# design 1

===== src/rtl/poly_decompress_pkg.sv =====
// Shared Kyber constants and a legality check for the compressed field width.
package poly_decompress_pkg;

    localparam int KYBER_Q = 3329;
    localparam int KYBER_N = 256;
    localparam int COEFF_W = 12;
    localparam int IDX_W   = 8;

    function automatic bit legal_d(input int d);
        return (d == 1) || (d == 4) || (d == 5) || (d == 10) || (d == 11);
    endfunction

endpackage


===== src/rtl/poly_decompress_if.sv =====
// Byte-in / coefficient-out stream bundle for the decompressor.
interface poly_decompress_if;
    import poly_decompress_pkg::*;

    logic [7:0]         in_byte;
    logic               in_valid;
    logic               in_ready;
    logic [COEFF_W-1:0] out_coeff;
    logic [IDX_W-1:0]   out_idx;
    logic               out_last;
    logic               out_valid;
    logic               out_ready;

    modport slave (
        input  in_byte, in_valid, out_ready,
        output in_ready, out_coeff, out_idx, out_last, out_valid
    );

    modport master (
        output in_byte, in_valid, out_ready,
        input  in_ready, out_coeff, out_idx, out_last, out_valid
    );

endinterface


===== src/rtl/poly_decompress_core.sv =====
// Field to coefficient map round(Q*x / 2^D), the inverse of compress.
// Latency: combinational. Backpressure: none, pure function.
// The full 12+D bit product is kept so the rounding shift sees every bit.
module decompress_core #(
    parameter int D = 10,
    parameter int Q = 3329
) (
    input  logic [D-1:0] field,
    output logic [11:0]  coeff
);
    localparam int PW = 12 + D;
    localparam logic [PW-1:0] QW  = PW'(Q);
    localparam logic [PW-1:0] RND = PW'(1) << (D - 1);

    assign coeff = 12'((PW'(field) * QW + RND) >> D);

endmodule


===== src/rtl/poly_decompress.sv =====
// Kyber ByteDecode_D + Decompress_D: bytes in, 12-bit coefficients out in polynomial order.
// Latency: one cycle from the byte completing a field to out_valid.
// Backpressure: out_ready low stalls takes; in_ready drops once more than 2*D bits are buffered.
module poly_decompress
    import poly_decompress_pkg::*;
#(
    parameter int D = 10
) (
    input  logic             clk,
    input  logic             rst_n,
    poly_decompress_if.slave bus
);
    localparam int BW = 2 * D + 8;
    localparam int CW = $clog2(BW + 1);
    localparam logic [IDX_W-1:0] IDX_LAST = IDX_W'(KYBER_N - 1);

    if (!legal_d(D)) begin : g_bad_d
        $error("poly_decompress: illegal compressed width D");
    end

    logic [BW-1:0]      bit_buf;
    logic [CW-1:0]      bit_cnt;
    logic [IDX_W-1:0]   idx_cnt;
    logic [COEFF_W-1:0] coeff_q;
    logic [IDX_W-1:0]   idx_q;
    logic               last_q;
    logic               valid_q;

    logic               accept;
    logic               take;
    logic [BW-1:0]      buf_next;
    logic [CW-1:0]      base;
    logic [CW-1:0]      cnt_next;
    logic [COEFF_W-1:0] coeff;

    // in_ready depends only on bit_cnt, so no combinational path from either side
    assign bus.in_ready  = (bit_cnt <= CW'(2 * D));
    assign accept        = bus.in_valid && bus.in_ready;
    assign take          = (bit_cnt >= CW'(D)) && (!valid_q || bus.out_ready);

    assign bus.out_coeff = coeff_q;
    assign bus.out_idx   = idx_q;
    assign bus.out_last  = last_q;
    assign bus.out_valid = valid_q;

    decompress_core #(
        .D (D),
        .Q (KYBER_Q)
    ) u_core (
        .field (bit_buf[D-1:0]),
        .coeff (coeff)
    );

    // Bits above bit_cnt are always zero, so a new byte can be OR-ed in place.
    always_comb begin
        buf_next = take ? (bit_buf >> D) : bit_buf;
        base     = take ? (bit_cnt - CW'(D)) : bit_cnt;
        cnt_next = base;
        if (accept) begin
            buf_next = buf_next | (BW'(bus.in_byte) << base);
            cnt_next = base + CW'(8);
        end
    end

    always_ff @(posedge clk or negedge rst_n) begin
        if (!rst_n) begin
            bit_buf <= '0;
            bit_cnt <= '0;
            idx_cnt <= '0;
            coeff_q <= '0;
            idx_q   <= '0;
            last_q  <= 1'b0;
            valid_q <= 1'b0;
        end else begin
            bit_buf <= buf_next;
            bit_cnt <= cnt_next;
            if (take) begin
                coeff_q <= coeff;
                idx_q   <= idx_cnt;
                last_q  <= (idx_cnt == IDX_LAST);
                valid_q <= 1'b1;
                idx_cnt <= (idx_cnt == IDX_LAST) ? '0 : idx_cnt + 1'b1;
            end else if (bus.out_ready) begin
                valid_q <= 1'b0;
            end
        end
    end

endmodule


===== src/flat_wrapper.sv =====
// flat-port wrapper written by rule: the top's interface ports become plain ports
module poly_decompress_flat import poly_decompress_pkg::*;
#(
    parameter int D = 10
)
  (clk, rst_n, bus_in_byte, bus_in_valid, bus_out_ready, bus_in_ready, bus_out_coeff, bus_out_idx, bus_out_last, bus_out_valid);
  poly_decompress_if bus_i ();
  input  logic clk;
  input  logic rst_n;
  input wire logic [$bits(bus_i.in_byte)-1:0] bus_in_byte;
  input wire logic [$bits(bus_i.in_valid)-1:0] bus_in_valid;
  input wire logic [$bits(bus_i.out_ready)-1:0] bus_out_ready;
  output wire logic [$bits(bus_i.in_ready)-1:0] bus_in_ready;
  output wire logic [$bits(bus_i.out_coeff)-1:0] bus_out_coeff;
  output wire logic [$bits(bus_i.out_idx)-1:0] bus_out_idx;
  output wire logic [$bits(bus_i.out_last)-1:0] bus_out_last;
  output wire logic [$bits(bus_i.out_valid)-1:0] bus_out_valid;
  assign bus_i.in_byte = bus_in_byte;
  assign bus_i.in_valid = bus_in_valid;
  assign bus_i.out_ready = bus_out_ready;
  assign bus_in_ready = bus_i.in_ready;
  assign bus_out_coeff = bus_i.out_coeff;
  assign bus_out_idx = bus_i.out_idx;
  assign bus_out_last = bus_i.out_last;
  assign bus_out_valid = bus_i.out_valid;
  poly_decompress #(.D(D)) u_core (.clk(clk), .rst_n(rst_n), .bus(bus_i));
endmodule

===== config.mk =====
export PLATFORM = sky130hd
export DESIGN_NAME = poly_decompress_flat
export DESIGN_NICKNAME = d
export VERILOG_FILES = /design/src/rtl/poly_decompress_pkg.sv /design/src/rtl/poly_decompress_if.sv /design/src/rtl/poly_decompress_core.sv /design/src/rtl/poly_decompress.sv /design/src/flat_wrapper.sv
export SDC_FILE = /design/constraint.sdc
export NUM_CORES = 1
export LEC_CHECK = 0
export CAP_MARGIN = 20
export CORE_ASPECT_RATIO = 2
export CORE_MARGIN = 2
export CORE_UTILIZATION = 45
export CTS_CLUSTER_DIAMETER = 60
export DETAILED_ROUTE_END_ITERATION = 6
export GPL_ROUTABILITY_DRIVEN = 1
export PLACE_DENSITY_LB_ADDON = 0.1
export SLEW_MARGIN = 15
export SYNTH_ARGS = -nofsm -noshare
export SYNTH_HDL_FRONTEND = slang
export SYNTH_HIERARCHICAL = 1
export SYNTH_SLANG_ARGS = --single-unit

===== constraint.sdc =====
create_clock -name clk -period 6.3 [get_ports clk]
set_clock_uncertainty 0.05 [all_clocks]
set_input_delay 1.26 -clock clk [delete_from_list [all_inputs] [get_ports clk]]
set_output_delay 1.26 -clock clk [all_outputs]
set_load 0.01 [all_outputs]

==> results.cfg <==
; synthesis and place-and-route metrics
[placed_design]
post-place-cells = 637

[setup_path]
crit_fanout = 6
r2r_start = u_core/bit_buf[9]$_DFF_PN0_
cpLargestDelayFamily = adder cells
cp.required_ns = 6.47

[final_layout]
area_growth_pct = 15.0
lay_top_cells = nand2_1 (90), dfrtp_1 (62), ha_1 (56)

[synthesis]
ys.flop_type = dfrtp_1
synthCells = 493
adder_share_pct = 18.3
syn_nets = 568
edf_count = 0
top_area_cell = dfrtp_1
area_leaders = dfrtp_1 (34%), ha_1 (15%), nand2_1 (7.4%)
mux_share_pct = 5.65
ys_seq_share_pct = 33.8

[floorplan]
core_area_sq_um = 10000
pin_count = 35

[grt]
grt_start_max_net_pins = 63
grt.overflow.total = 0
grt.total_usage_pct = 20.9

[final_timing]
fin_ws_ns = 2.42
grt_setup_unrepaired = no
maxSlewViolCount = 0

[cts]
clock_sinks = 62
clkTransAtPathRegs_ns = 0.05
h-tree-depth = 3
cts.path.max_buffers = 2
cts_buffers = 9
hold_buffers = 0

[outcome]
status = complete, no violations
per-layer routing:
layer | wire [um] | part of all wire, % | global-route usage [%] | vias to the layer above
met5 | 0 | 0 | 0 | -
met4 | 276 | 2.6 | 9.12 | 0
met3 | 226 | 2.2 | 3.02 | 20
met2 | 6110 | 58 | 39.3 | 64
met1 | 3840 | 37 | 21.5 | 1713
li1 | - | - | - | 1784
metrics by stage:
stage	instance area (sq um)	util, %
5_1_grt	5270	52.6
3_3_place_gp	4970	49.7
3_5_place_dp	4970	49.7
6_report	5270	52.6
4_1_cts	5270	52.6
2_1_floorplan	4580	-
registers in the layout, indices dropped and copies added (netlist names):
name                  cells
u_core/bit_buf           28
u_core/bus.out_coeff     12
u_core/bus.out_idx        8
u_core/idx_cnt            8
u_core/bit_cnt            4
u_core/bus.out_last       1
u_core/bus.out_valid      1
layout make-up:
type | count | area (sq um) | area share, %
inverters | 22 | 82.6 | 1.57
repair buffers | 38 | 365 | 6.93
well taps | 135 | 169 | 3.20
clock inverters | 7 | 73.8 | 1.40
multi-input cells | 380 | 2810 | 53.2
flip-flops and latches | 62 | 1550 | 29.4
clock buffers | 9 | 225 | 4.27
### Sequential cells coloured by netlist name, design 1

The bar under the picture is 20 um long. Other sequential cells in the stronger grey, the rest of the logic in the fainter grey.
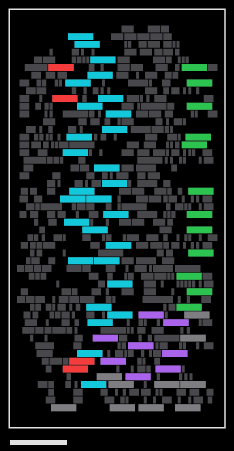
[u_core/bit_buf] cyan | sequential cells: 28
[u_core/bus.out_coeff] green | sequential cells: 12
[u_core/idx_cnt] purple | sequential cells: 8
[u_core/bit_cnt] red | sequential cells: 4
not coloured: 10

### Cell sizes after repair, design 1

The bar under the picture is 20 um long.
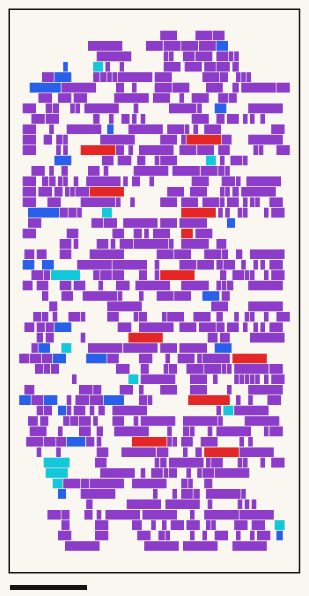
[drive 6 and up] red | cells: 11 | share: 2.1%
[drive 3 to 4] cyan | cells: 11 | share: 2.1%
[drive 1 or less] purple | cells: 472 | share: 91%
[drive 2] blue | cells: 24 | share: 4.6%


# design 2

==> src/rtl/mem_arb_pkg.sv <==
// rtl/mem_arb_pkg.sv - shared request encodings and request bundle type for the two-port memory arbiter
package mem_arb_pkg;

  localparam logic MEM_READ  = 1'b0;
  localparam logic MEM_WRITE = 1'b1;

  localparam logic REQ_IMEM  = 1'b0;
  localparam logic REQ_DMEM  = 1'b1;

  // Widest bus the bundle can carry; narrower instances zero-extend into it.
  localparam int MAX_ADDR_W = 64;
  localparam int MAX_DATA_W = 64;

  typedef struct packed {
    logic                  val;
    logic                  req_type;
    logic [MAX_ADDR_W-1:0] addr;
    logic [MAX_DATA_W-1:0] wdata;
  } mem_req_t;

  function automatic logic [31:0] sat_inc32(input logic [31:0] v);
    return (v == 32'hFFFF_FFFF) ? v : v + 32'd1;
  endfunction

endpackage

==> src/rtl/rr_picker2.sv <==
// rtl/rr_picker2.sv - combinational two-way round-robin grant selection with transaction lock
module rr_picker2
  import mem_arb_pkg::*;
(
  input  logic val0,
  input  logic val1,
  input  logic last_id,
  input  logic lock,
  input  logic lock_id,
  output logic gnt_val,
  output logic gnt_id
);

  always_comb begin
    gnt_val = 1'b0;
    gnt_id  = REQ_IMEM;
    if (lock) begin
      // A locked grantee that drops val yields no grant rather than handing over mid-cycle.
      gnt_id  = lock_id;
      gnt_val = lock_id ? val1 : val0;
    end else if (val0 && val1) begin
      gnt_val = 1'b1;
      gnt_id  = ~last_id;
    end else if (val0) begin
      gnt_val = 1'b1;
      gnt_id  = REQ_IMEM;
    end else if (val1) begin
      gnt_val = 1'b1;
      gnt_id  = REQ_DMEM;
    end
  end

endmodule

==> src/rtl/mem_arbiter_rr2.sv <==
// rtl/mem_arbiter_rr2.sv - round-robin sharing of one memory port between imem/dmem requesters (optional MEM_ARBITER_PERF_EN counters)
module mem_arbiter_rr2
  import mem_arb_pkg::*;
#(
  parameter int ADDR_W     = 32,
  parameter int DATA_W     = 32,
  parameter int FIRST_PRIO = 0
) (
  input  logic              clk,
  input  logic              rst,
  input  logic              req0_val,
  output logic              req0_wait,
  input  logic              req0_type,
  input  logic [ADDR_W-1:0] req0_addr,
  input  logic [DATA_W-1:0] req0_wdata,
  output logic [DATA_W-1:0] req0_rdata,
  input  logic              req1_val,
  output logic              req1_wait,
  input  logic              req1_type,
  input  logic [ADDR_W-1:0] req1_addr,
  input  logic [DATA_W-1:0] req1_wdata,
  output logic [DATA_W-1:0] req1_rdata,
  output logic              mem_val,
  input  logic              mem_wait,
  output logic              mem_type,
  output logic [ADDR_W-1:0] mem_addr,
  output logic [DATA_W-1:0] mem_wdata,
  input  logic [DATA_W-1:0] mem_rdata
`ifdef MEM_ARBITER_PERF_EN
  ,
  output logic [31:0]       perf_grant0,
  output logic [31:0]       perf_grant1,
  output logic [31:0]       perf_conflict
`endif
);

  localparam logic FIRST_ID = (FIRST_PRIO != 0);

  logic     lock, lock_id, last_id;
  logic     pick_val, gnt_id, gnt;
  logic     sel0, sel1;
  mem_req_t r0, r1, rg;

  rr_picker2 u_picker (
    .val0    (req0_val),
    .val1    (req1_val),
    .last_id (last_id),
    .lock    (lock),
    .lock_id (lock_id),
    .gnt_val (pick_val),
    .gnt_id  (gnt_id)
  );

  // Holding rst forces the idle bus even while requesters keep val high.
  assign gnt  = pick_val & ~rst;
  assign sel0 = gnt & (gnt_id == REQ_IMEM);
  assign sel1 = gnt & (gnt_id == REQ_DMEM);

  assign r0 = '{val: req0_val, req_type: req0_type,
                addr: MAX_ADDR_W'(req0_addr), wdata: MAX_DATA_W'(req0_wdata)};
  assign r1 = '{val: req1_val, req_type: req1_type,
                addr: MAX_ADDR_W'(req1_addr), wdata: MAX_DATA_W'(req1_wdata)};
  assign rg = sel1 ? r1 : r0;

  assign mem_val    = gnt & rg.val;
  assign mem_type   = rg.req_type;
  assign mem_addr   = ADDR_W'(rg.addr);
  assign mem_wdata  = DATA_W'(rg.wdata);
  assign req0_rdata = mem_rdata;
  assign req1_rdata = mem_rdata;

  assign req0_wait = req0_val & (sel0 ? mem_wait : 1'b1);
  assign req1_wait = req1_val & (sel1 ? mem_wait : 1'b1);

  always_ff @(posedge clk or posedge rst) begin
    if (rst) begin
      lock    <= 1'b0;
      lock_id <= REQ_IMEM;
      last_id <= ~FIRST_ID;
    end else if (gnt) begin
      if (mem_wait) begin
        lock    <= 1'b1;
        lock_id <= gnt_id;
      end else begin
        lock    <= 1'b0;
        last_id <= gnt_id;
      end
    end else if (lock) begin
      lock <= 1'b0;
    end
  end

`ifdef MEM_ARBITER_PERF_EN
  always_ff @(posedge clk or posedge rst) begin
    if (rst) begin
      perf_grant0   <= 32'd0;
      perf_grant1   <= 32'd0;
      perf_conflict <= 32'd0;
    end else begin
      if (sel0 && !mem_wait) perf_grant0 <= sat_inc32(perf_grant0);
      if (sel1 && !mem_wait) perf_grant1 <= sat_inc32(perf_grant1);
      if (req0_val && req1_val) perf_conflict <= sat_inc32(perf_conflict);
    end
  end
`endif

endmodule

==> config.mk <==
export PLATFORM = sky130hd
export DESIGN_NAME = mem_arbiter_rr2
export DESIGN_NICKNAME = d
export VERILOG_FILES = /design/src/rtl/mem_arb_pkg.sv /design/src/rtl/rr_picker2.sv /design/src/rtl/mem_arbiter_rr2.sv
export SDC_FILE = /design/constraint.sdc
export NUM_CORES = 1
export LEC_CHECK = 0
export ABC_AREA = 1
export ABC_CLOCK_PERIOD_IN_PS = 1400
export CAP_MARGIN = 20
export CORE_AREA = 3 3 116 118
export DETAILED_ROUTE_END_ITERATION = 16
export DIE_AREA = 0 0 119 121
export MAX_ROUTING_LAYER = met4
export SYNTH_ARGS = -nofsm -noshare
export SYNTH_HDL_FRONTEND = slang
export SYNTH_SLANG_ARGS = --single-unit
==> constraint.sdc <==
create_clock -name clk -period 1.4 [get_ports clk]
set_input_delay 0.28 -clock clk [delete_from_list [all_inputs] [get_ports clk]]
set_output_delay 0.28 -clock clk [all_outputs]
set_load 0.1 [all_outputs]
### Signal wires on met2, design 2

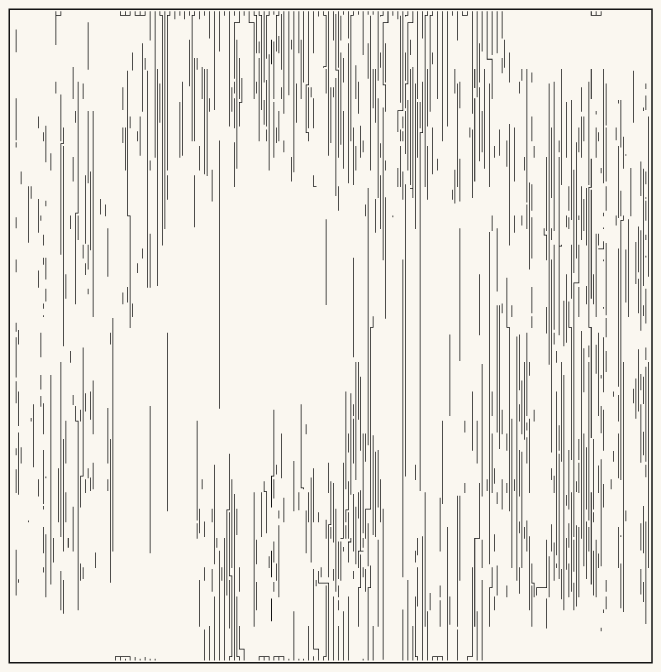
share of all routed wire: 57%
longest straight run: 66.5 um
nets with wire on the layer: 585
wire length on this layer: 6930 um
main direction: vertical

### Clock routing, design 2

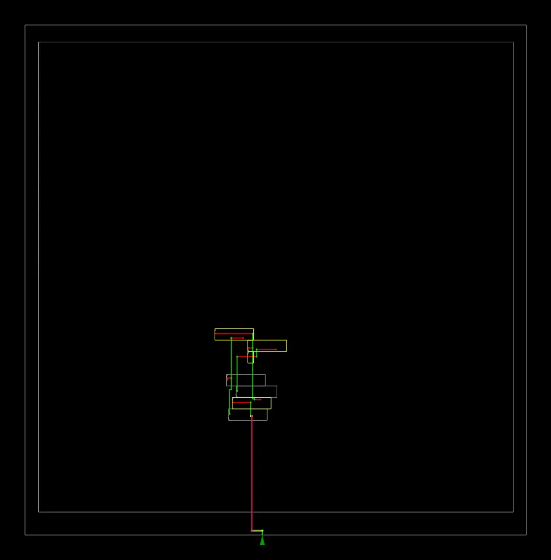
CTS Sinks: 3
Num CTS Buffers: 3
Seq Cell Count: 3
clk latency of the worst-skew pair: 0.22 ns

==> results.cfg <==
; synthesis and place-and-route metrics
[final_layout]
design_area_sq_um = 6780
utilization_pct = 53.9
area_growth_pct = 312
mostFrequentLayoutCell = clkdlybuf4s50_1
fin_nets = 648

[final_timing]
fin_ws_ns = -0.606
setup_viol = 68
grt_setup_unrepaired = yes
worst_pin_slew_ns = 0.207

[grt]
grt_pass1_wl_um = 15900
globalRouteMet2Util_pct = 26.4
grt.overflow.total = 0
grt.busiest_layer = met2

[setup_path]
cp.arrival_ns = 1.73
crit_cells = 8

[outcome]
status = finished with violations
violations = setup timing

[synthesis]
syn_nets = 481
top_area_cell = nand2_1
netlist_area_sq_um = 1640

[routing]
antenna_left = 0
drc = 0

[pwr]
total_power_mw = 5.84
powerDensity_nw_per_um2 = 861

[placed_design]
pre_cts_slack_ns = -0.834
gp_congestion = 0.819

[floorplan]
die_y_um = 121
### Clock network drawn from the DEF, design 2

The bar under the picture is 20 um long.
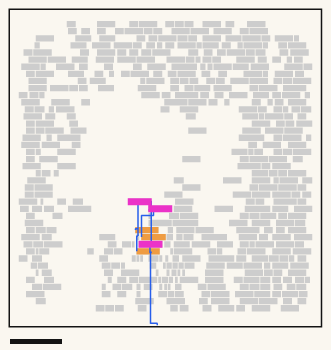
[clock wires] blue | length: 107 um
[flip-flops] orange | count: 3
[cells driving clock nets] magenta | count: 3
routed clock nets: 4

-- power groups by stage --
stage | Clock, mW | Sequential, mW | Combinational [mW]
after floorplan | 0 | 0.117 | 3.62
after global placement | 0 | 0.119 | 4.38
after detailed placement | 0 | 0.120 | 4.41
after CTS | 0.455 | 0.121 | 4.82
after global routing | 0.471 | 0.127 | 5.44
final | 0.450 | 0.124 | 5.26
-- sequential cells by signal (all words and copies together) (netlist names) --
register	flops
lock	1
lock_id	1
last_id	1
-- final cells by class --
type	count	area, sq um
flip-flops and latches	3	76.3
clock buffers	4	78.8
repair buffers	246	3490
well taps	172	215
diodes	1	2.50
fillers	1056	5790
inverters	9	41.3
multi-input cells	218	2870
-- cell families after synthesis --
logic type | Yosys count | share of synthesized area [%]
buf+inv | 94 | 39.6
flops | 3 | 4.64
simple gates | 217 | 55.8
-- worst reg2reg max path, cell delays in order (launching register included) --
cell	delay, ns
dfstp_2	0.53
nand2_2	0.07
nand3_4	0.09
nand2_8	0.11
buf_6	0.15
buf_6	0.14
nand3_1	0.08
nand2_1	0.05


## Gallery

Close-up of the layout.
(a)
Window x 74 to 104, y 15 to 45 um. Cells in grey, sequential cells in the stronger grey; small squares are vias.
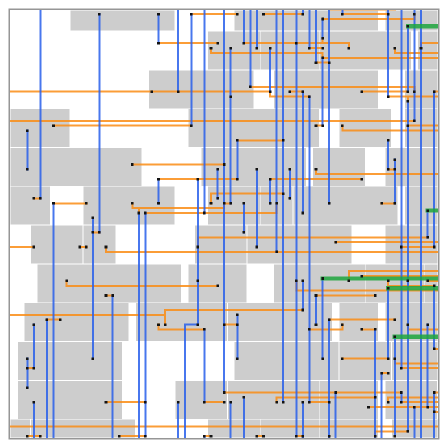
(b)
Window x 42 to 72, y 22 to 52 um. Cells in grey, sequential cells in the stronger grey; small squares are vias.
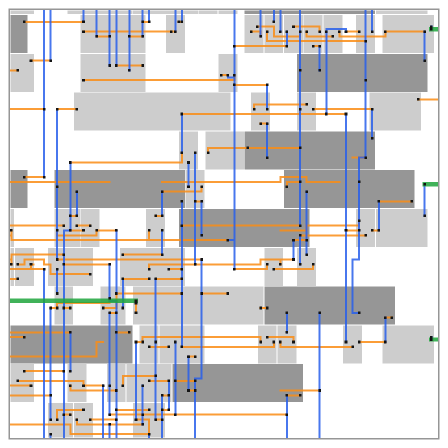
| from | picture |
|---|---|
| design 2 | (a) |
| design 1 | (b) |

Power and IR drop assume default switching activity.
